# tt_sweep

tt_sweep/logic_types.png
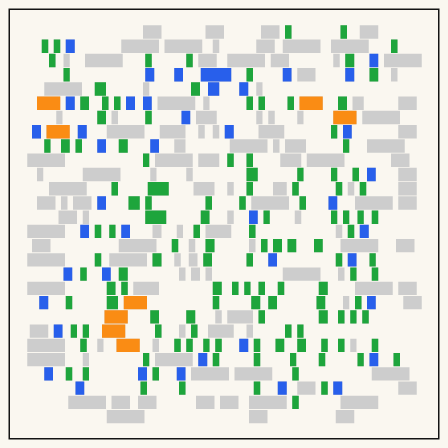

<file path="src/rtl/tt_sweep.sv">
// Truth-table sweeper: drives every 4-bit vector onto {a,b,c,d}, waits SETTLE
// cycles per vector, and captures f into a 16-bit table with a running popcount.
module tt_sweep #(
   parameter int unsigned SETTLE = 1
) (
   input  logic        clk,
   input  logic        rst,
   input  logic        start,
   output logic        a,
   output logic        b,
   output logic        c,
   output logic        d,
   input  logic        f,
   output logic        busy,
   output logic        done,
   output logic [15:0] tt,
   output logic        tt_valid,
   output logic [4:0]  ones
);

   typedef enum logic [1:0] {
      IDLE,
      WAIT,
      SAMPLE,
      DONE
   } state_t;

   localparam logic [3:0] SCNT_LAST = 4'(SETTLE - 1);

   state_t     state;
   logic [3:0] idx;
   logic [3:0] scnt;
   logic [3:0] vec;

   assign {a, b, c, d} = vec;

   always_ff @(posedge clk) begin
      if (rst) begin
         state    <= IDLE;
         idx      <= '0;
         scnt     <= '0;
         vec      <= '0;
         tt       <= '0;
         ones     <= '0;
         tt_valid <= 1'b0;
         done     <= 1'b0;
         busy     <= 1'b0;
      end else begin
         done <= 1'b0;
         case (state)
            IDLE: begin
               vec <= '0;
               if (start) begin
                  tt       <= '0;
                  ones     <= '0;
                  tt_valid <= 1'b0;
                  idx      <= '0;
                  scnt     <= '0;
                  busy     <= 1'b1;
                  state    <= WAIT;
               end
            end
            WAIT: begin
               vec  <= idx;
               scnt <= scnt + 4'd1;
               if (scnt == SCNT_LAST) state <= SAMPLE;
            end
            SAMPLE: begin
               tt[idx] <= f;
               ones    <= ones + 5'(f);
               // the next vector is presented on the same edge, so the
               // applied value changes only once per SETTLE+1 cycles
               if (idx == 4'd15) begin
                  vec      <= '0;
                  busy     <= 1'b0;
                  done     <= 1'b1;
                  tt_valid <= 1'b1;
                  state    <= DONE;
               end else begin
                  idx   <= idx + 4'd1;
                  vec   <= idx + 4'd1;
                  scnt  <= '0;
                  state <= WAIT;
               end
            end
            DONE: begin
               vec   <= '0;
               state <= IDLE;
            end
            default: begin
               vec   <= '0;
               busy  <= 1'b0;
               state <= IDLE;
            end
         endcase
      end
   end

endmodule

</file>
<file path="config.mk">
export PLATFORM = sky130hd
export DESIGN_NAME = tt_sweep
export DESIGN_NICKNAME = d
export VERILOG_FILES = /design/src/rtl/tt_sweep.sv
export SDC_FILE = /design/constraint.sdc
export NUM_CORES = 1
export LEC_CHECK = 0
export ABC_AREA = 1
export CELL_PAD_IN_SITES_DETAIL_PLACEMENT = 1
export CELL_PAD_IN_SITES_GLOBAL_PLACEMENT = 2
export CORE_MARGIN = 2
export CORE_UTILIZATION = 31
export DETAILED_ROUTE_END_ITERATION = 8
export GPL_TIMING_DRIVEN = 0
export PLACE_DENSITY_LB_ADDON = 0.05
export SLEW_MARGIN = 15
export SYNTH_ARGS = -nofsm -noshare
export SYNTH_HDL_FRONTEND = slang
export SYNTH_SLANG_ARGS = --single-unit
export TNS_END_PERCENT = 1
</file>
<file path="constraint.sdc">
create_clock -name clk -period 2.4 [get_ports clk]
set_clock_uncertainty 0.1 [all_clocks]
set_input_delay 0.72 -clock clk [delete_from_list [all_inputs] [get_ports clk]]
set_output_delay 0.72 -clock clk [all_outputs]
set_load 0.02 [all_outputs]
</file>
# sram_rd_arbiter_flat

[config.mk]
export PLATFORM = sky130hd
export DESIGN_NAME = sram_rd_arbiter_flat
export DESIGN_NICKNAME = d
export VERILOG_FILES = /design/src/rtl/sram_rd_arbiter_if.sv /design/src/rtl/sram_rd_arbiter.sv /design/src/flat_wrapper.sv
export SDC_FILE = /design/constraint.sdc
export NUM_CORES = 1
export LEC_CHECK = 0
export CORE_ASPECT_RATIO = 1.75
export CORE_MARGIN = 2
export CORE_UTILIZATION = 42
export CTS_BUF_LIST = sky130_fd_sc_hd__clkbuf_16
export DETAILED_ROUTE_END_ITERATION = 7
export GPL_TIMING_DRIVEN = 0
export PLACE_DENSITY_LB_ADDON = 0.08
export SLEW_MARGIN = 15
export SYNTH_ARGS = -nofsm -noshare
export SYNTH_HDL_FRONTEND = slang
export SYNTH_SLANG_ARGS = --single-unit
[constraint.sdc]
create_clock -name clk -period 2.1 [get_ports clk]
set_input_delay 0.315 -clock clk [delete_from_list [all_inputs] [get_ports clk]]
set_output_delay 0.315 -clock clk [all_outputs]
set_load 0.03 [all_outputs]
[src/rtl/sram_rd_arbiter_if.sv]
// Bus bundle between two SRAM read requesters (query/target parsers) and the
// shared read port arbiter. The arbiter takes the slave view; whatever drives
// requests and the SRAM read data takes the master view.
`ifndef SRAM_WORD_WIDTH
`define SRAM_WORD_WIDTH 12
`endif
`ifndef SRAM_ADDR_BIT
`define SRAM_ADDR_BIT 8
`endif

interface sram_rd_arbiter_if #(
    parameter int SRAM_WORD_WIDTH = `SRAM_WORD_WIDTH,
    parameter int SRAM_ADDR_BIT   = `SRAM_ADDR_BIT
);
    logic                       q_request_i;
    logic [SRAM_ADDR_BIT-1:0]   q_addr_i;
    logic                       t_request_i;
    logic [SRAM_ADDR_BIT-1:0]   t_addr_i;
    logic [SRAM_WORD_WIDTH-1:0] sram_data_i;
    logic                       sram_rd_o;
    logic [SRAM_ADDR_BIT-1:0]   sram_addr_o;
    logic [SRAM_WORD_WIDTH-1:0] data_o;
    logic                       q_valid_o;
    logic                       t_valid_o;
    logic [1:0]                 grant_o;
    logic                       busy_o;

    modport slave (
        input  q_request_i, q_addr_i, t_request_i, t_addr_i, sram_data_i,
        output sram_rd_o, sram_addr_o, data_o, q_valid_o, t_valid_o,
               grant_o, busy_o
    );

    modport master (
        output q_request_i, q_addr_i, t_request_i, t_addr_i, sram_data_i,
        input  sram_rd_o, sram_addr_o, data_o, q_valid_o, t_valid_o,
               grant_o, busy_o
    );
endinterface

[src/rtl/sram_rd_arbiter.sv]
// Round-robin arbiter sharing one SRAM read port between the query and target
// parsers. One read in flight at a time: IDLE -> ISSUE -> WAIT -> RESP -> HOLD.
// The owner and absolute address are frozen for the whole transaction.
`ifndef SRAM_WORD_WIDTH
`define SRAM_WORD_WIDTH 12
`endif
`ifndef SRAM_ADDR_BIT
`define SRAM_ADDR_BIT 8
`endif

module sram_rd_arbiter #(
    parameter int SRAM_WORD_WIDTH = `SRAM_WORD_WIDTH,
    parameter int SRAM_ADDR_BIT   = `SRAM_ADDR_BIT,
    parameter int RD_LAT          = 1,
    parameter int Q_BASE          = 0,
    parameter int T_BASE          = 2**(SRAM_ADDR_BIT-1)
) (
    input logic              clk,
    input logic              rst,
    sram_rd_arbiter_if.slave bus
);

    typedef enum logic [2:0] {
        S_IDLE  = 3'd0,
        S_ISSUE = 3'd1,
        S_WAIT  = 3'd2,
        S_RESP  = 3'd3,
        S_HOLD  = 3'd4
    } state_t;

    // Bases truncated to the address width so the sums wrap naturally.
    localparam logic [SRAM_ADDR_BIT-1:0] Q_BASE_W = SRAM_ADDR_BIT'(Q_BASE);
    localparam logic [SRAM_ADDR_BIT-1:0] T_BASE_W = SRAM_ADDR_BIT'(T_BASE);
    localparam logic [2:0]               LAT_W    = 3'(RD_LAT);

    state_t                     r_state, r_state_next;
    logic [1:0]                 r_grant, r_grant_next;     // {t,q} one-hot owner
    logic [SRAM_ADDR_BIT-1:0]   r_addr,  r_addr_next;      // absolute SRAM address
    logic [2:0]                 r_cnt,   r_cnt_next;       // read latency countdown
    logic [SRAM_WORD_WIDTH-1:0] r_data,  r_data_next;      // last returned word
    logic                       r_last_t, r_last_t_next;   // 1: target served last

    logic                       w_any_req;
    logic                       w_pick_t;
    logic [SRAM_ADDR_BIT-1:0]   w_q_abs;
    logic [SRAM_ADDR_BIT-1:0]   w_t_abs;

    assign w_any_req = bus.q_request_i | bus.t_request_i;
    // Target wins when it is alone, or on a tie when query was served last.
    assign w_pick_t  = bus.t_request_i & (~bus.q_request_i | ~r_last_t);
    assign w_q_abs   = bus.q_addr_i + Q_BASE_W;
    assign w_t_abs   = bus.t_addr_i + T_BASE_W;

    // Next-state and next-register values; everything defaults to holding.
    always_comb begin
        r_state_next  = r_state;
        r_grant_next  = r_grant;
        r_addr_next   = r_addr;
        r_cnt_next    = r_cnt;
        r_data_next   = r_data;
        r_last_t_next = r_last_t;
        case (r_state)
            S_IDLE: begin
                if (w_any_req) begin
                    r_grant_next = w_pick_t ? 2'b10 : 2'b01;
                    r_addr_next  = w_pick_t ? w_t_abs : w_q_abs;
                    r_state_next = S_ISSUE;
                end
            end
            S_ISSUE: begin
                r_cnt_next   = LAT_W;
                r_state_next = S_WAIT;
            end
            S_WAIT: begin
                r_cnt_next = r_cnt - 3'd1;
                if (r_cnt == 3'd1) begin
                    r_data_next  = bus.sram_data_i;
                    r_state_next = S_RESP;
                end
            end
            S_RESP: begin
                r_last_t_next = r_grant[1];
                r_state_next  = S_HOLD;
            end
            S_HOLD: begin
                // Requesters release one cycle after valid; skip that cycle.
                r_grant_next = 2'b00;
                r_state_next = S_IDLE;
            end
            default: begin
                r_state_next = S_IDLE;
            end
        endcase
    end

    // State and datapath registers with synchronous reset.
    always_ff @(posedge clk) begin
        if (rst) begin
            r_state  <= S_IDLE;
            r_grant  <= 2'b00;
            r_addr   <= '0;
            r_cnt    <= 3'd0;
            r_data   <= '0;
            r_last_t <= 1'b0;
        end else begin
            r_state  <= r_state_next;
            r_grant  <= r_grant_next;
            r_addr   <= r_addr_next;
            r_cnt    <= r_cnt_next;
            r_data   <= r_data_next;
            r_last_t <= r_last_t_next;
        end
    end

    // All outputs decode registered state only, so they are glitch-free.
    assign bus.sram_rd_o   = (r_state == S_ISSUE);
    assign bus.sram_addr_o = r_addr;
    assign bus.data_o      = r_data;
    assign bus.q_valid_o   = (r_state == S_RESP) & r_grant[0];
    assign bus.t_valid_o   = (r_state == S_RESP) & r_grant[1];
    assign bus.grant_o     = r_grant;
    assign bus.busy_o      = (r_state != S_IDLE);

endmodule
[src/flat_wrapper.sv]
// flat-port wrapper written by rule: the top's interface ports become plain ports
module sram_rd_arbiter_flat 
#(
    parameter int SRAM_WORD_WIDTH = `SRAM_WORD_WIDTH,
    parameter int SRAM_ADDR_BIT   = `SRAM_ADDR_BIT,
    parameter int RD_LAT          = 1,
    parameter int Q_BASE          = 0,
    parameter int T_BASE          = 2**(SRAM_ADDR_BIT-1)
)
  (clk, rst, bus_q_request_i, bus_q_addr_i, bus_t_request_i, bus_t_addr_i, bus_sram_data_i, bus_sram_rd_o, bus_sram_addr_o, bus_data_o, bus_q_valid_o, bus_t_valid_o, bus_grant_o, bus_busy_o);
  sram_rd_arbiter_if #(.SRAM_WORD_WIDTH(SRAM_WORD_WIDTH), .SRAM_ADDR_BIT(SRAM_ADDR_BIT)) bus_i ();
  input logic clk;
  input logic rst;
  input wire logic [$bits(bus_i.q_request_i)-1:0] bus_q_request_i;
  input wire logic [$bits(bus_i.q_addr_i)-1:0] bus_q_addr_i;
  input wire logic [$bits(bus_i.t_request_i)-1:0] bus_t_request_i;
  input wire logic [$bits(bus_i.t_addr_i)-1:0] bus_t_addr_i;
  input wire logic [$bits(bus_i.sram_data_i)-1:0] bus_sram_data_i;
  output wire logic [$bits(bus_i.sram_rd_o)-1:0] bus_sram_rd_o;
  output wire logic [$bits(bus_i.sram_addr_o)-1:0] bus_sram_addr_o;
  output wire logic [$bits(bus_i.data_o)-1:0] bus_data_o;
  output wire logic [$bits(bus_i.q_valid_o)-1:0] bus_q_valid_o;
  output wire logic [$bits(bus_i.t_valid_o)-1:0] bus_t_valid_o;
  output wire logic [$bits(bus_i.grant_o)-1:0] bus_grant_o;
  output wire logic [$bits(bus_i.busy_o)-1:0] bus_busy_o;
  assign bus_i.q_request_i = bus_q_request_i;
  assign bus_i.q_addr_i = bus_q_addr_i;
  assign bus_i.t_request_i = bus_t_request_i;
  assign bus_i.t_addr_i = bus_t_addr_i;
  assign bus_i.sram_data_i = bus_sram_data_i;
  assign bus_sram_rd_o = bus_i.sram_rd_o;
  assign bus_sram_addr_o = bus_i.sram_addr_o;
  assign bus_data_o = bus_i.data_o;
  assign bus_q_valid_o = bus_i.q_valid_o;
  assign bus_t_valid_o = bus_i.t_valid_o;
  assign bus_grant_o = bus_i.grant_o;
  assign bus_busy_o = bus_i.busy_o;
  sram_rd_arbiter #(.SRAM_WORD_WIDTH(SRAM_WORD_WIDTH), .SRAM_ADDR_BIT(SRAM_ADDR_BIT), .RD_LAT(RD_LAT), .Q_BASE(Q_BASE), .T_BASE(T_BASE)) u_core (.clk(clk), .rst(rst), .bus(bus_i));
endmodule
# mips_muldiv_seq_flat

===== config.mk =====
export PLATFORM = sky130hd
export DESIGN_NAME = mips_muldiv_seq_flat
export DESIGN_NICKNAME = d
export VERILOG_FILES = /design/src/rtl/mips_muldiv_pkg.sv /design/src/rtl/mips_muldiv_seq_if.sv /design/src/rtl/mips_muldiv_iter.sv /design/src/rtl/mips_muldiv_seq.sv /design/src/flat_wrapper.sv
export SDC_FILE = /design/constraint.sdc
export NUM_CORES = 1
export LEC_CHECK = 0
export ABC_AREA = 1
export CORE_ASPECT_RATIO = 0.8
export CORE_UTILIZATION = 30
export DETAILED_ROUTE_END_ITERATION = 12
export GPL_ROUTABILITY_DRIVEN = 0
export PLACE_DENSITY = 0.43
export SLEW_MARGIN = 40
export SYNTH_ARGS = -nofsm -noshare
export SYNTH_HDL_FRONTEND = slang
export SYNTH_SLANG_ARGS = --single-unit

===== constraint.sdc =====
create_clock -name clk -period 3.5 [get_ports clk]
set_clock_uncertainty 0.15 [all_clocks]
set_input_delay 0.7 -clock clk [delete_from_list [all_inputs] [get_ports clk]]
set_output_delay 0.7 -clock clk [all_outputs]
set_load 0.01 [all_outputs]

===== src/rtl/mips_muldiv_pkg.sv =====
// rtl/mips_muldiv_pkg.sv - shared types and sizing for the HI/LO multiply/divide sequencer
package mips_muldiv_pkg;

    localparam int MULDIV_XLEN  = 32;
    localparam int MULDIV_CNT_W = $clog2(MULDIV_XLEN);

    typedef enum logic [2:0] {
        MULT  = 3'd0,
        MULTU = 3'd1,
        DIV   = 3'd2,
        DIVU  = 3'd3,
        MTHI  = 3'd4,
        MTLO  = 3'd5
    } muldiv_op_t;

    typedef enum logic [1:0] {
        IDLE,
        PREP,
        ITER,
        FIX
    } muldiv_state_t;

endpackage


===== src/rtl/mips_muldiv_seq_if.sv =====
// rtl/mips_muldiv_seq_if.sv - request/result bundle between pipeline and muldiv sequencer (MULDIV_DIVZERO_TRAP_EN adds div_zero)
interface mips_muldiv_seq_if
    import mips_muldiv_pkg::*;
#(
    parameter int XLEN = MULDIV_XLEN
) ();

    logic            start;
    muldiv_op_t      op;
    logic [XLEN-1:0] src_a;
    logic [XLEN-1:0] src_b;
    logic            flush;
    logic            mf_req;
    logic            ready;
    logic            busy;
    logic            stall;
    logic            done;
    logic [XLEN-1:0] hi;
    logic [XLEN-1:0] lo;
`ifdef MULDIV_DIVZERO_TRAP_EN
    logic            div_zero;

    modport master (
        output start, op, src_a, src_b, flush, mf_req,
        input  ready, busy, stall, done, hi, lo, div_zero
    );

    modport slave (
        input  start, op, src_a, src_b, flush, mf_req,
        output ready, busy, stall, done, hi, lo, div_zero
    );
`else
    modport master (
        output start, op, src_a, src_b, flush, mf_req,
        input  ready, busy, stall, done, hi, lo
    );

    modport slave (
        input  start, op, src_a, src_b, flush, mf_req,
        output ready, busy, stall, done, hi, lo
    );
`endif

endinterface


===== src/rtl/mips_muldiv_iter.sv =====
// rtl/mips_muldiv_iter.sv - one combinational shift-add (multiply) or restoring (divide) step on {acc, q}
module mips_muldiv_iter #(
    parameter int XLEN = 32
) (
    input  logic            is_div_i,
    input  logic [XLEN-1:0] m_i,
    input  logic [XLEN-1:0] acc_i,
    input  logic [XLEN-1:0] q_i,
    output logic [XLEN-1:0] acc_o,
    output logic [XLEN-1:0] q_o
);

    logic [XLEN:0]   sum;
    logic [XLEN:0]   shifted;
    logic [XLEN-1:0] diff;

    always_comb begin
        sum     = '0;
        shifted = '0;
        diff    = '0;
        acc_o   = acc_i;
        q_o     = q_i;
        if (!is_div_i) begin
            // Multiplier bits retire from q's LSB while product bits enter at its MSB.
            sum   = {1'b0, acc_i} + (q_i[0] ? {1'b0, m_i} : '0);
            acc_o = sum[XLEN:1];
            q_o   = {sum[0], q_i[XLEN-1:1]};
        end else begin
            // Partial remainder is always below the divisor, so the difference fits in XLEN bits.
            shifted = {acc_i, q_i[XLEN-1]};
            diff    = shifted[XLEN-1:0] - m_i;
            if (shifted >= {1'b0, m_i}) begin
                acc_o = diff;
                q_o   = {q_i[XLEN-2:0], 1'b1};
            end else begin
                acc_o = shifted[XLEN-1:0];
                q_o   = {q_i[XLEN-2:0], 1'b0};
            end
        end
    end

endmodule


===== src/rtl/mips_muldiv_seq.sv =====
// rtl/mips_muldiv_seq.sv - multi-cycle MULT/MULTU/DIV/DIVU sequencer owning HI/LO; MULDIV_DIVZERO_TRAP_EN enables div_zero trap
module mips_muldiv_seq
    import mips_muldiv_pkg::*;
#(
    parameter int XLEN = MULDIV_XLEN
) (
    input  logic                    clk,
    input  logic                    rst_n,
    mips_muldiv_seq_if.slave        bus
);

    localparam int              CNT_W    = $clog2(XLEN);
    localparam logic [CNT_W-1:0] CNT_LAST = CNT_W'(XLEN - 1);

    muldiv_state_t     state_q;
    muldiv_op_t        op_q;
    logic [XLEN-1:0]   a_q;
    logic [XLEN-1:0]   b_q;
    logic [XLEN-1:0]   m_q;
    logic [XLEN-1:0]   acc_q;
    logic [XLEN-1:0]   q_q;
    logic [XLEN-1:0]   hi_q;
    logic [XLEN-1:0]   lo_q;
    logic [CNT_W-1:0]  cnt_q;
    logic              neg_q_q;
    logic              neg_r_q;
    logic              done_q;

    logic [XLEN-1:0]   acc_d;
    logic [XLEN-1:0]   q_d;
    logic              is_div;
    logic              signed_op;
    logic              sign_a;
    logic              sign_b;
    logic [XLEN-1:0]   mag_a;
    logic [XLEN-1:0]   mag_b;
    logic [2*XLEN-1:0] prod_mag;
    logic [2*XLEN-1:0] prod_fix;
    logic [XLEN-1:0]   quot_fix;
    logic [XLEN-1:0]   rem_fix;
    logic              div_blocked;

    assign is_div    = (op_q == DIV) || (op_q == DIVU);
    assign signed_op = (op_q == MULT) || (op_q == DIV);
    assign sign_a    = signed_op & a_q[XLEN-1];
    assign sign_b    = signed_op & b_q[XLEN-1];
    // The most negative value negates to itself, which is exactly its magnitude as unsigned.
    assign mag_a     = sign_a ? -a_q : a_q;
    assign mag_b     = sign_b ? -b_q : b_q;

    assign prod_mag  = {acc_q, q_q};
    assign prod_fix  = neg_q_q ? -prod_mag : prod_mag;
    assign quot_fix  = neg_q_q ? -q_q : q_q;
    assign rem_fix   = neg_r_q ? -acc_q : acc_q;

`ifdef MULDIV_DIVZERO_TRAP_EN
    logic dz_q;
    logic div_zero_q;

    assign div_blocked  = dz_q;
    assign bus.div_zero = div_zero_q;
`else
    assign div_blocked  = 1'b0;
`endif

    mips_muldiv_iter #(
        .XLEN (XLEN)
    ) u_iter (
        .is_div_i (is_div),
        .m_i      (m_q),
        .acc_i    (acc_q),
        .q_i      (q_q),
        .acc_o    (acc_d),
        .q_o      (q_d)
    );

    always_ff @(posedge clk or negedge rst_n) begin
        if (!rst_n) begin
            state_q    <= IDLE;
            op_q       <= MULT;
            a_q        <= '0;
            b_q        <= '0;
            m_q        <= '0;
            acc_q      <= '0;
            q_q        <= '0;
            hi_q       <= '0;
            lo_q       <= '0;
            cnt_q      <= '0;
            neg_q_q    <= 1'b0;
            neg_r_q    <= 1'b0;
            done_q     <= 1'b0;
`ifdef MULDIV_DIVZERO_TRAP_EN
            dz_q       <= 1'b0;
            div_zero_q <= 1'b0;
`endif
        end else begin
            done_q <= 1'b0;
`ifdef MULDIV_DIVZERO_TRAP_EN
            div_zero_q <= 1'b0;
`endif
            if (bus.flush) begin
                state_q <= IDLE;
            end else begin
                case (state_q)
                    IDLE: begin
                        if (bus.start) begin
                            case (bus.op)
                                MTHI: hi_q <= bus.src_a;
                                MTLO: lo_q <= bus.src_a;
                                MULT, MULTU, DIV, DIVU: begin
                                    op_q    <= bus.op;
                                    a_q     <= bus.src_a;
                                    b_q     <= bus.src_b;
                                    state_q <= PREP;
                                end
                                default: ;
                            endcase
                        end
                    end
                    PREP: begin
                        acc_q   <= '0;
                        cnt_q   <= '0;
                        neg_q_q <= sign_a ^ sign_b;
                        neg_r_q <= sign_a;
                        if (is_div) begin
                            m_q <= mag_b;
                            q_q <= mag_a;
                        end else begin
                            m_q <= mag_a;
                            q_q <= mag_b;
                        end
`ifdef MULDIV_DIVZERO_TRAP_EN
                        dz_q    <= is_div && (b_q == '0);
`endif
                        state_q <= ITER;
                    end
                    ITER: begin
                        acc_q <= acc_d;
                        q_q   <= q_d;
                        cnt_q <= cnt_q + 1'b1;
                        if (cnt_q == CNT_LAST) begin
                            state_q <= FIX;
                        end
                    end
                    FIX: begin
                        state_q <= IDLE;
                        done_q  <= 1'b1;
                        if (!is_div) begin
                            {hi_q, lo_q} <= prod_fix;
                        end else if (!div_blocked) begin
                            hi_q <= rem_fix;
                            lo_q <= quot_fix;
                        end
`ifdef MULDIV_DIVZERO_TRAP_EN
                        div_zero_q <= is_div && dz_q;
`endif
                    end
                    default: state_q <= IDLE;
                endcase
            end
        end
    end

    assign bus.ready = (state_q == IDLE);
    assign bus.busy  = (state_q != IDLE);
    assign bus.stall = bus.mf_req & (state_q != IDLE);
    assign bus.done  = done_q;
    assign bus.hi    = hi_q;
    assign bus.lo    = lo_q;

endmodule


===== src/flat_wrapper.sv =====
// flat-port wrapper written by rule: the top's interface ports become plain ports
module mips_muldiv_seq_flat import mips_muldiv_pkg::*;
#(
    parameter int XLEN = MULDIV_XLEN
)
  (clk, rst_n, bus_start, bus_op, bus_src_a, bus_src_b, bus_flush, bus_mf_req, bus_ready, bus_busy, bus_stall, bus_done, bus_hi, bus_lo);
  mips_muldiv_seq_if #(.XLEN(XLEN)) bus_i ();
  input  logic clk;
  input  logic rst_n;
  input wire logic [$bits(bus_i.start)-1:0] bus_start;
  input wire logic [$bits(bus_i.op)-1:0] bus_op;
  input wire logic [$bits(bus_i.src_a)-1:0] bus_src_a;
  input wire logic [$bits(bus_i.src_b)-1:0] bus_src_b;
  input wire logic [$bits(bus_i.flush)-1:0] bus_flush;
  input wire logic [$bits(bus_i.mf_req)-1:0] bus_mf_req;
  output wire logic [$bits(bus_i.ready)-1:0] bus_ready;
  output wire logic [$bits(bus_i.busy)-1:0] bus_busy;
  output wire logic [$bits(bus_i.stall)-1:0] bus_stall;
  output wire logic [$bits(bus_i.done)-1:0] bus_done;
  output wire logic [$bits(bus_i.hi)-1:0] bus_hi;
  output wire logic [$bits(bus_i.lo)-1:0] bus_lo;
  assign bus_i.start = bus_start;
  assign bus_i.op = bus_op;
  assign bus_i.src_a = bus_src_a;
  assign bus_i.src_b = bus_src_b;
  assign bus_i.flush = bus_flush;
  assign bus_i.mf_req = bus_mf_req;
  assign bus_ready = bus_i.ready;
  assign bus_busy = bus_i.busy;
  assign bus_stall = bus_i.stall;
  assign bus_done = bus_i.done;
  assign bus_hi = bus_i.hi;
  assign bus_lo = bus_i.lo;
  mips_muldiv_seq #(.XLEN(XLEN)) u_core (.clk(clk), .rst_n(rst_n), .bus(bus_i));
endmodule

# fp32_unpack_normalizer

## config.mk

```make
export PLATFORM = sky130hd
export DESIGN_NAME = fp32_unpack_normalizer
export DESIGN_NICKNAME = d
export VERILOG_FILES = /design/src/rtl/fp32_unpack_normalizer.sv
export SDC_FILE = /design/constraint.sdc
export NUM_CORES = 1
export LEC_CHECK = 0
export ABC_AREA = 1
export CAP_MARGIN = 10
export CORE_MARGIN = 3
export CORE_UTILIZATION = 35
export DETAILED_ROUTE_END_ITERATION = 10
export PLACE_DENSITY = 0.68
export SETUP_SLACK_MARGIN = 0.3
export SYNTH_ARGS = -nofsm -noshare
export SYNTH_HDL_FRONTEND = slang
export SYNTH_SLANG_ARGS = --single-unit
```

## constraint.sdc

```tcl
create_clock -name clk -period 1.25 [get_ports clk]
set_input_delay 0.125 -clock clk [delete_from_list [all_inputs] [get_ports clk]]
set_output_delay 0.125 -clock clk [all_outputs]
set_load 0.05 [all_outputs]
```

## src/rtl/fp32_unpack_normalizer.sv

```systemverilog
// fp32_unpack_normalizer: splits a packed IEEE-754 single into sign, unbiased
// signed exponent and explicit-hidden-bit significand, classifies it, and
// normalizes subnormals one left shift per cycle.
// Optional build macro: FP32_UNPACK_DAZ_EN (denormals-are-zero; subnormals are
// emitted as zero with a two-hot "flushed" class marker, NORM never entered).
module fp32_unpack_normalizer #(
    parameter int unsigned EXP_W = 10
) (
    input  logic             clk,
    input  logic             rst_n,
    input  logic             in_valid,
    output logic             in_ready,
    input  logic [31:0]      in_data,
    output logic             out_valid,
    input  logic             out_ready,
    output logic             out_sign,
    output logic [EXP_W-1:0] out_exp,
    output logic [23:0]      out_mant,
    output logic [4:0]       out_class,
    output logic             out_snan,
    output logic [4:0]       out_shift
);

    localparam int unsigned BIAS = 127;

    typedef enum logic [1:0] {
        IDLE = 2'd0,
        NORM = 2'd1,
        DONE = 2'd2
    } state_t;

    state_t state;

    logic             accept;
    logic [7:0]       e_fld;
    logic [22:0]      f_fld;
    logic [EXP_W-1:0] dec_exp;
    logic [23:0]      dec_mant;
    logic [4:0]       dec_class;
    logic             dec_snan;
    logic             dec_sub;

    // Ready when idle, or when the held result is leaving this same edge
    assign in_ready = rst_n && ((state == IDLE) || ((state == DONE) && out_ready));
    assign accept   = in_valid && in_ready;

    // Field decode and classification of the incoming word
    always_comb begin
        e_fld     = in_data[30:23];
        f_fld     = in_data[22:0];
        dec_exp   = '0;
        dec_mant  = '0;
        dec_class = '0;
        dec_snan  = 1'b0;
        dec_sub   = 1'b0;
        if (e_fld == 8'hFF) begin
            dec_exp  = EXP_W'(128);
            dec_mant = {1'b1, f_fld};
            if (f_fld == 23'd0) begin
                dec_class = 5'b01000;
            end else begin
                dec_class = 5'b10000;
                dec_snan  = ~f_fld[22];
            end
        end else if (e_fld != 8'd0) begin
            dec_exp   = EXP_W'(e_fld) - EXP_W'(BIAS);
            dec_mant  = {1'b1, f_fld};
            dec_class = 5'b00100;
        end else if (f_fld == 23'd0) begin
            dec_class = 5'b00001;
        end else begin
`ifdef FP32_UNPACK_DAZ_EN
            // Flushed subnormal: reported as zero plus the subnormal marker
            dec_class = 5'b00011;
`else
            dec_exp   = EXP_W'(0) - EXP_W'(BIAS - 1);
            dec_mant  = {1'b0, f_fld};
            dec_class = 5'b00010;
            dec_sub   = 1'b1;
`endif
        end
    end

    // Control state and registered result; loads on acceptance, shifts in NORM
    always_ff @(posedge clk or negedge rst_n) begin
        if (!rst_n) begin
            state     <= IDLE;
            out_valid <= 1'b0;
            out_sign  <= 1'b0;
            out_exp   <= '0;
            out_mant  <= '0;
            out_class <= '0;
            out_snan  <= 1'b0;
            out_shift <= '0;
        end else if (accept) begin
            out_sign  <= in_data[31];
            out_exp   <= dec_exp;
            out_mant  <= dec_mant;
            out_class <= dec_class;
            out_snan  <= dec_snan;
            out_shift <= '0;
            state     <= dec_sub ? NORM : DONE;
            out_valid <= ~dec_sub;
        end else begin
            case (state)
                NORM: begin
                    out_mant  <= {out_mant[22:0], 1'b0};
                    out_exp   <= out_exp - EXP_W'(1);
                    out_shift <= out_shift + 5'd1;
                    if (out_mant[22]) begin
                        state     <= DONE;
                        out_valid <= 1'b1;
                    end
                end
                DONE: begin
                    if (out_ready) begin
                        state     <= IDLE;
                        out_valid <= 1'b0;
                    end
                end
                default: ;
            endcase
        end
    end

endmodule
```


==> notes/layouts.md <==
Pictures saved along the way, in no particular order.

Signal wires by layer.
picture 1
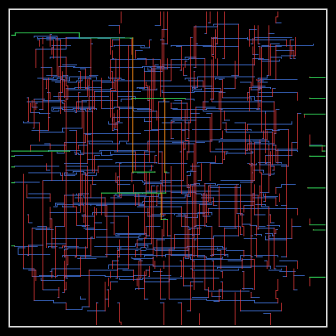
picture 2
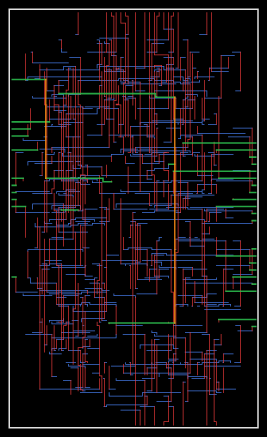
picture 3
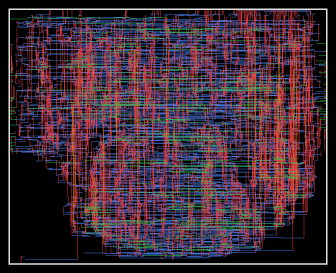
picture 4
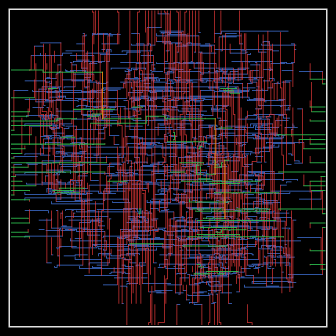
| from | picture |
|---|---|
| sram_rd_arbiter_flat | picture 2 |
| tt_sweep | picture 1 |
| mips_muldiv_seq_flat | picture 3 |
| fp32_unpack_normalizer | picture 4 |
The one with the most wire is picture 3.

Key to picture 3:
colour	layer	wire length
green	metal 3	7830 µm
red	metal 2	39.2 mm
blue	metal 1	49.0 mm
orange	metal 4	2680 µm

sram_rd_arbiter_flat/layer_met2.png
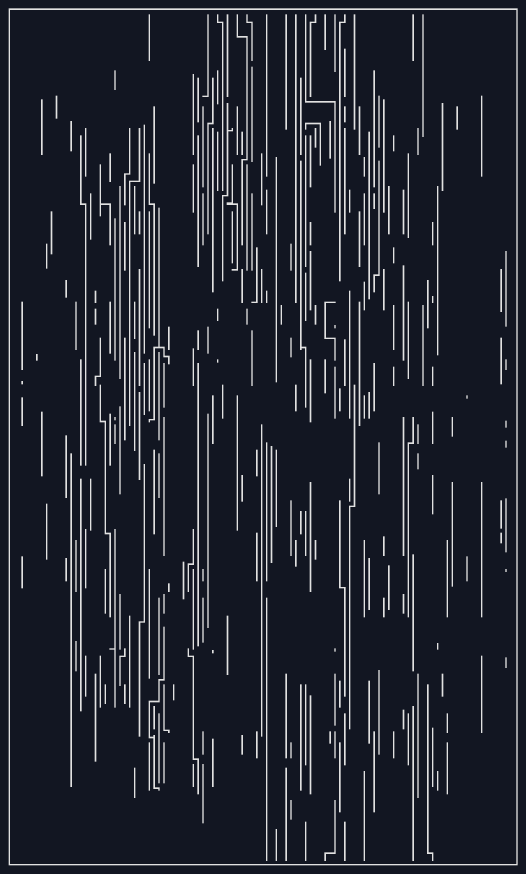
nets with wire on the layer	224
main direction	vertical

==> Slide: Implementation Results, sram_rd_arbiter_flat <==
Flow Results at a Glance

Synth
  • Synth area leaders: sky130_fd_sc_hd__dfxtp_1 (41%), sky130_fd_sc_hd__nand2b_1 (15%), sky130_fd_sc_hd__mux2i_1 (8.6%)
  • Most frequent cells after synthesis: sky130_fd_sc_hd__nand2b_1 (34), sky130_fd_sc_hd__dfxtp_1 (29), sky130_fd_sc_hd__inv_1 (12), sky130_fd_sc_hd__mux2i_1 (12), sky130_fd_sc_hd__nor3_1 (12)
  • Number of warnings reported in the yosys synthesis log: 0
  • Dominant non-sequential cell family after synthesis: simple AND/OR/NAND/NOR gates

Cells and area
  • Final core area utilization: about two thirds
  • Inverters excl. clock: 12
  • Most frequent logic cell in the layout: sky130_fd_sc_hd__clkdlybuf4s50_1

Global routing
  • Congestion Overflow GR: 0
  • Number of global-route vias before repair: between 1000 and 1500

Critical path
  • Path depth of the worst reg2reg path: 4
  • Launching instance or port of the critical path: u_core.r_state[0]

Die
  • DIE HEIGHT: around 80 µm

Route
  • Detailed-route vias per instance: just over 5

Status
  • Run status: finished clean

Pwr
  • Net switching power: 0.000677 W
  • Sw frac: about 33%

Min path
  • Worst hold path cell count: 2
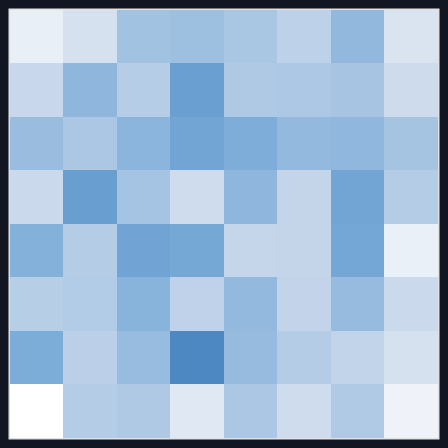
tt_sweep/cell_density.png
8 x 8 tiles, from white (low) to dark blue (high), 0 to 100% covered.
mean over tiles	34%
emptiest ninth of the die	lower right
nearly empty tiles	1.6%

Notes on tt_sweep/logic_types.png above:
colour	family	cells	most used
orange	adder and majority cells	8	ha_1
blue	inverting AOI/OAI gates	42	a21oi_1
green	NAND gates	130	nand2_1
fraction of standard cell area in multi-input logic: 40.0%
final standard cell count with taps included and fillers excluded: 380
most frequent logic cell in the layout: sky130_fd_sc_hd__nand2_1

==> Slide: Implementation Results, tt_sweep <==
Flow Results at a Glance

Status
  • Run status: finished clean

Synth
  • Main flop type after synthesis: sky130_fd_sc_hd__dfxtp_1

Die
  • Number of tap instances: approximately 75
  • Number of placed I/O pins: 32

STA
  • Hold WS: 0.361 ns
  • Max-slew violation total from the final report: 0
  • Post-route fraction of the period consumed by the critical path: about nine tenths

Critical path
  • Slowest cell on crit path: sky130_fd_sc_hd__clkdlybuf4s50_1
  • Arrival time at the worst endpoint: around 1.3 ns
  • Launching instance or port of the critical path: ones[2]

Route
  • Routed len/inst: 13.1 µm
  • Length of routed wiring on met1: ~2.5 mm
  • Detail Route met3 WL: around 130 µm
  • Wire length on met2: 2.29 mm

Global routing
  • GRT Max-Usage Layer: met2
  • Met1 routing resource usage after global routing: between 20 and 25%

CTS
  • Insertion delay at the late pin of the worst-skew pair: about 0.28 ns

Min path
  • Beginning of the worst hold path: busy
  • Worst hold path cell count: 2

Job
  • Number of max-cap violations: 0
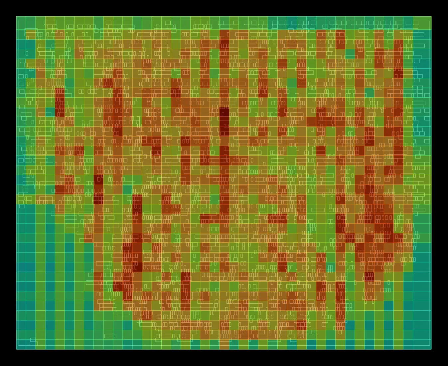
mips_muldiv_seq_flat/congestion.png
final core area utilization: 35.9%
GRT Max-Usage Layer: met1
met2 layer usage reported by global route: 38.4%
global routing met3 resource utilization: 4.11%
overall track demand over capacity in global routing: 27.7%

==> Slide: Implementation Results, mips_muldiv_seq_flat <==
Flow Results at a Glance

Route
  • Total DRC errors in the routed layout: 0

Synth
  • Number of enable flip-flop cells: 0
  • Most frequent cells after synthesis: sky130_fd_sc_hd__nand2_1 (1034), sky130_fd_sc_hd__inv_1 (475), sky130_fd_sc_hd__nand3_1 (396)

Pwr
  • Post-layout power: 0.0269 W
  • Reported sequential group power: between 0.005 and 0.006 W
  • Seq pwr share: between 20% and 30%

Cells and area
  • Layout Area Growth over Synthesis: 17.4%
  • Area of all placed cells without fillers: roughly 0.024 mm²
  • # diodes: 2
  • Area occupied by multi-input gates: approximately 0.012 mm²

Status
  • Run status: finished clean

Die
  • Number of tap instances: a little over 900

Critical path
  • Endpoint of the worst setup timing path: u_core.bus.hi[24]
  • Slowest cell on crit path: sky130_fd_sc_hd__dfrtp_1

CTS
  • CTS sink cnt: 237
  • H-tree Lvls: 1
fp32_unpack_normalizer/cell_density.png
9 x 9 tiles, from white (low) to dark blue (high), 0 to 100% covered.
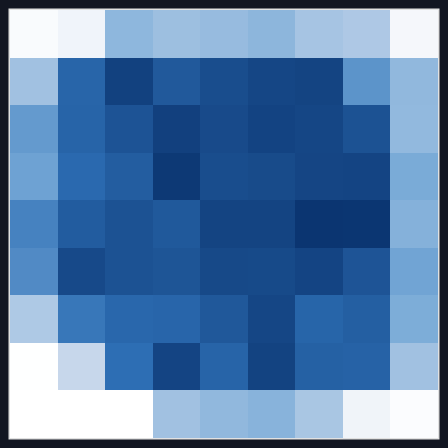
emptiest ninth of the die	lower left
mean over tiles	64%
nearly empty tiles	6.2%
fullest tile	98%

==> Slide: Implementation Results, fp32_unpack_normalizer <==
Flow Results at a Glance

Cells and area
  • Area occupied by multi-input gates: about 0.0016 mm²
  • Layout Area Growth over Synthesis: 114%
  • Commonest non-fill, non-tap cells in the layout: sky130_fd_sc_hd__buf_4 (71), sky130_fd_sc_hd__buf_12 (57), sky130_fd_sc_hd__nand2_1 (55)
  • Count of multi-input gates: approximately 260

Pwr
  • Reported sequential group power: about 0.0023 W

STA
  • Setup violators final: 49
  • Setup WS post-layout: -0.278 ns

Die
  • DIE HEIGHT: roughly 90 µm

Placement
  • Area after detailed placement: between 0.004 and 0.005 mm²
  • Inst Count DP: roughly 570

Critical path
  • Path depth of the worst reg2reg path: 9
  • Critical Path Fanout Max: 4

Min path
  • Beginning of the worst hold path: in_data[14]

Global routing
  • Met1 routing resource usage after global routing: 28.1%

Route
  • Initial drt markers: around 180
  • Top Layer Used: met4

CTS
  • TritonCTS clock tree: done

Status
  • Run status: finished with violations
  • Violated checks: negative setup slack


==> screenshots <==
Gate families picked out.
image #1
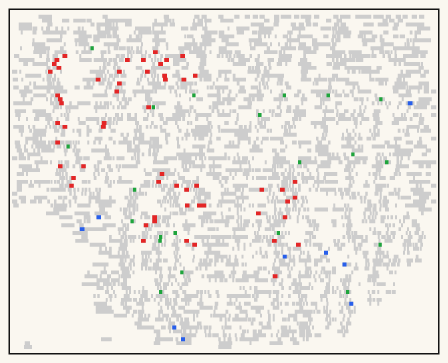
image #2
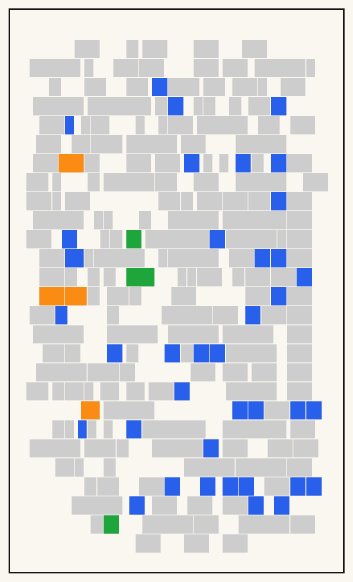
image #3
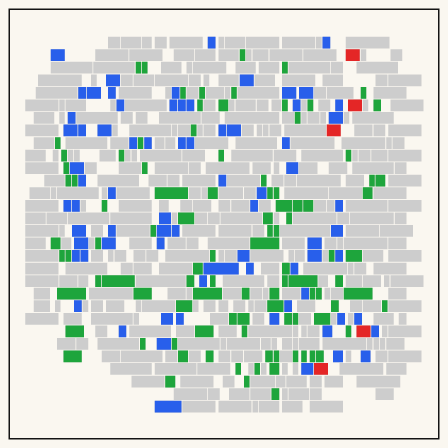
image #3 -> fp32_unpack_normalizer
image #1 -> mips_muldiv_seq_flat
image #2 -> sram_rd_arbiter_flat
- most cells: image #1
- fewest cells: image #2

Key to image #3:
colour	family	cells	most used
blue	inverting AOI/OAI gates	74	o21ai_0
red	XOR/XNOR gates	5	xor2_1
green	NAND gates	98	nand2_1


## Gallery

Routing congestion.
(a)
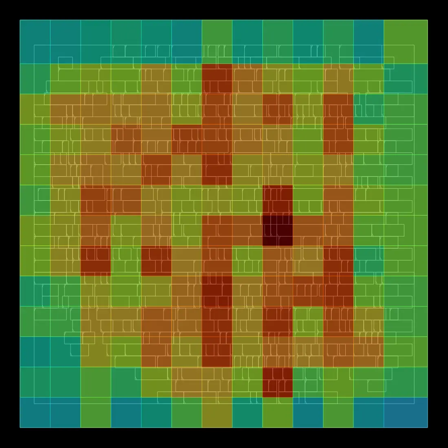
(b)
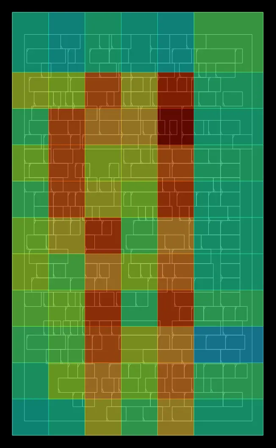
(c)
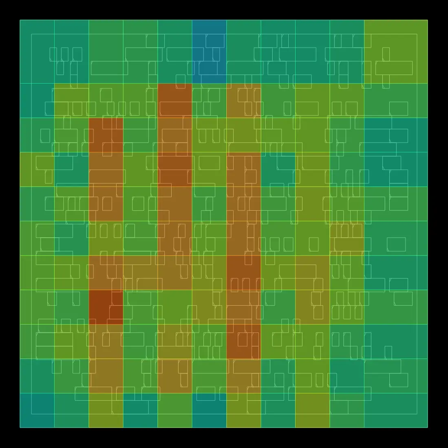
| from | picture |
|---|---|
| fp32_unpack_normalizer | (a) |
| tt_sweep | (c) |
| sram_rd_arbiter_flat | (b) |
Of these, highest utilization: (a)
Of these, lowest utilization: (c)

Power figures rest on the tool's default switching activity, not on a simulated workload.
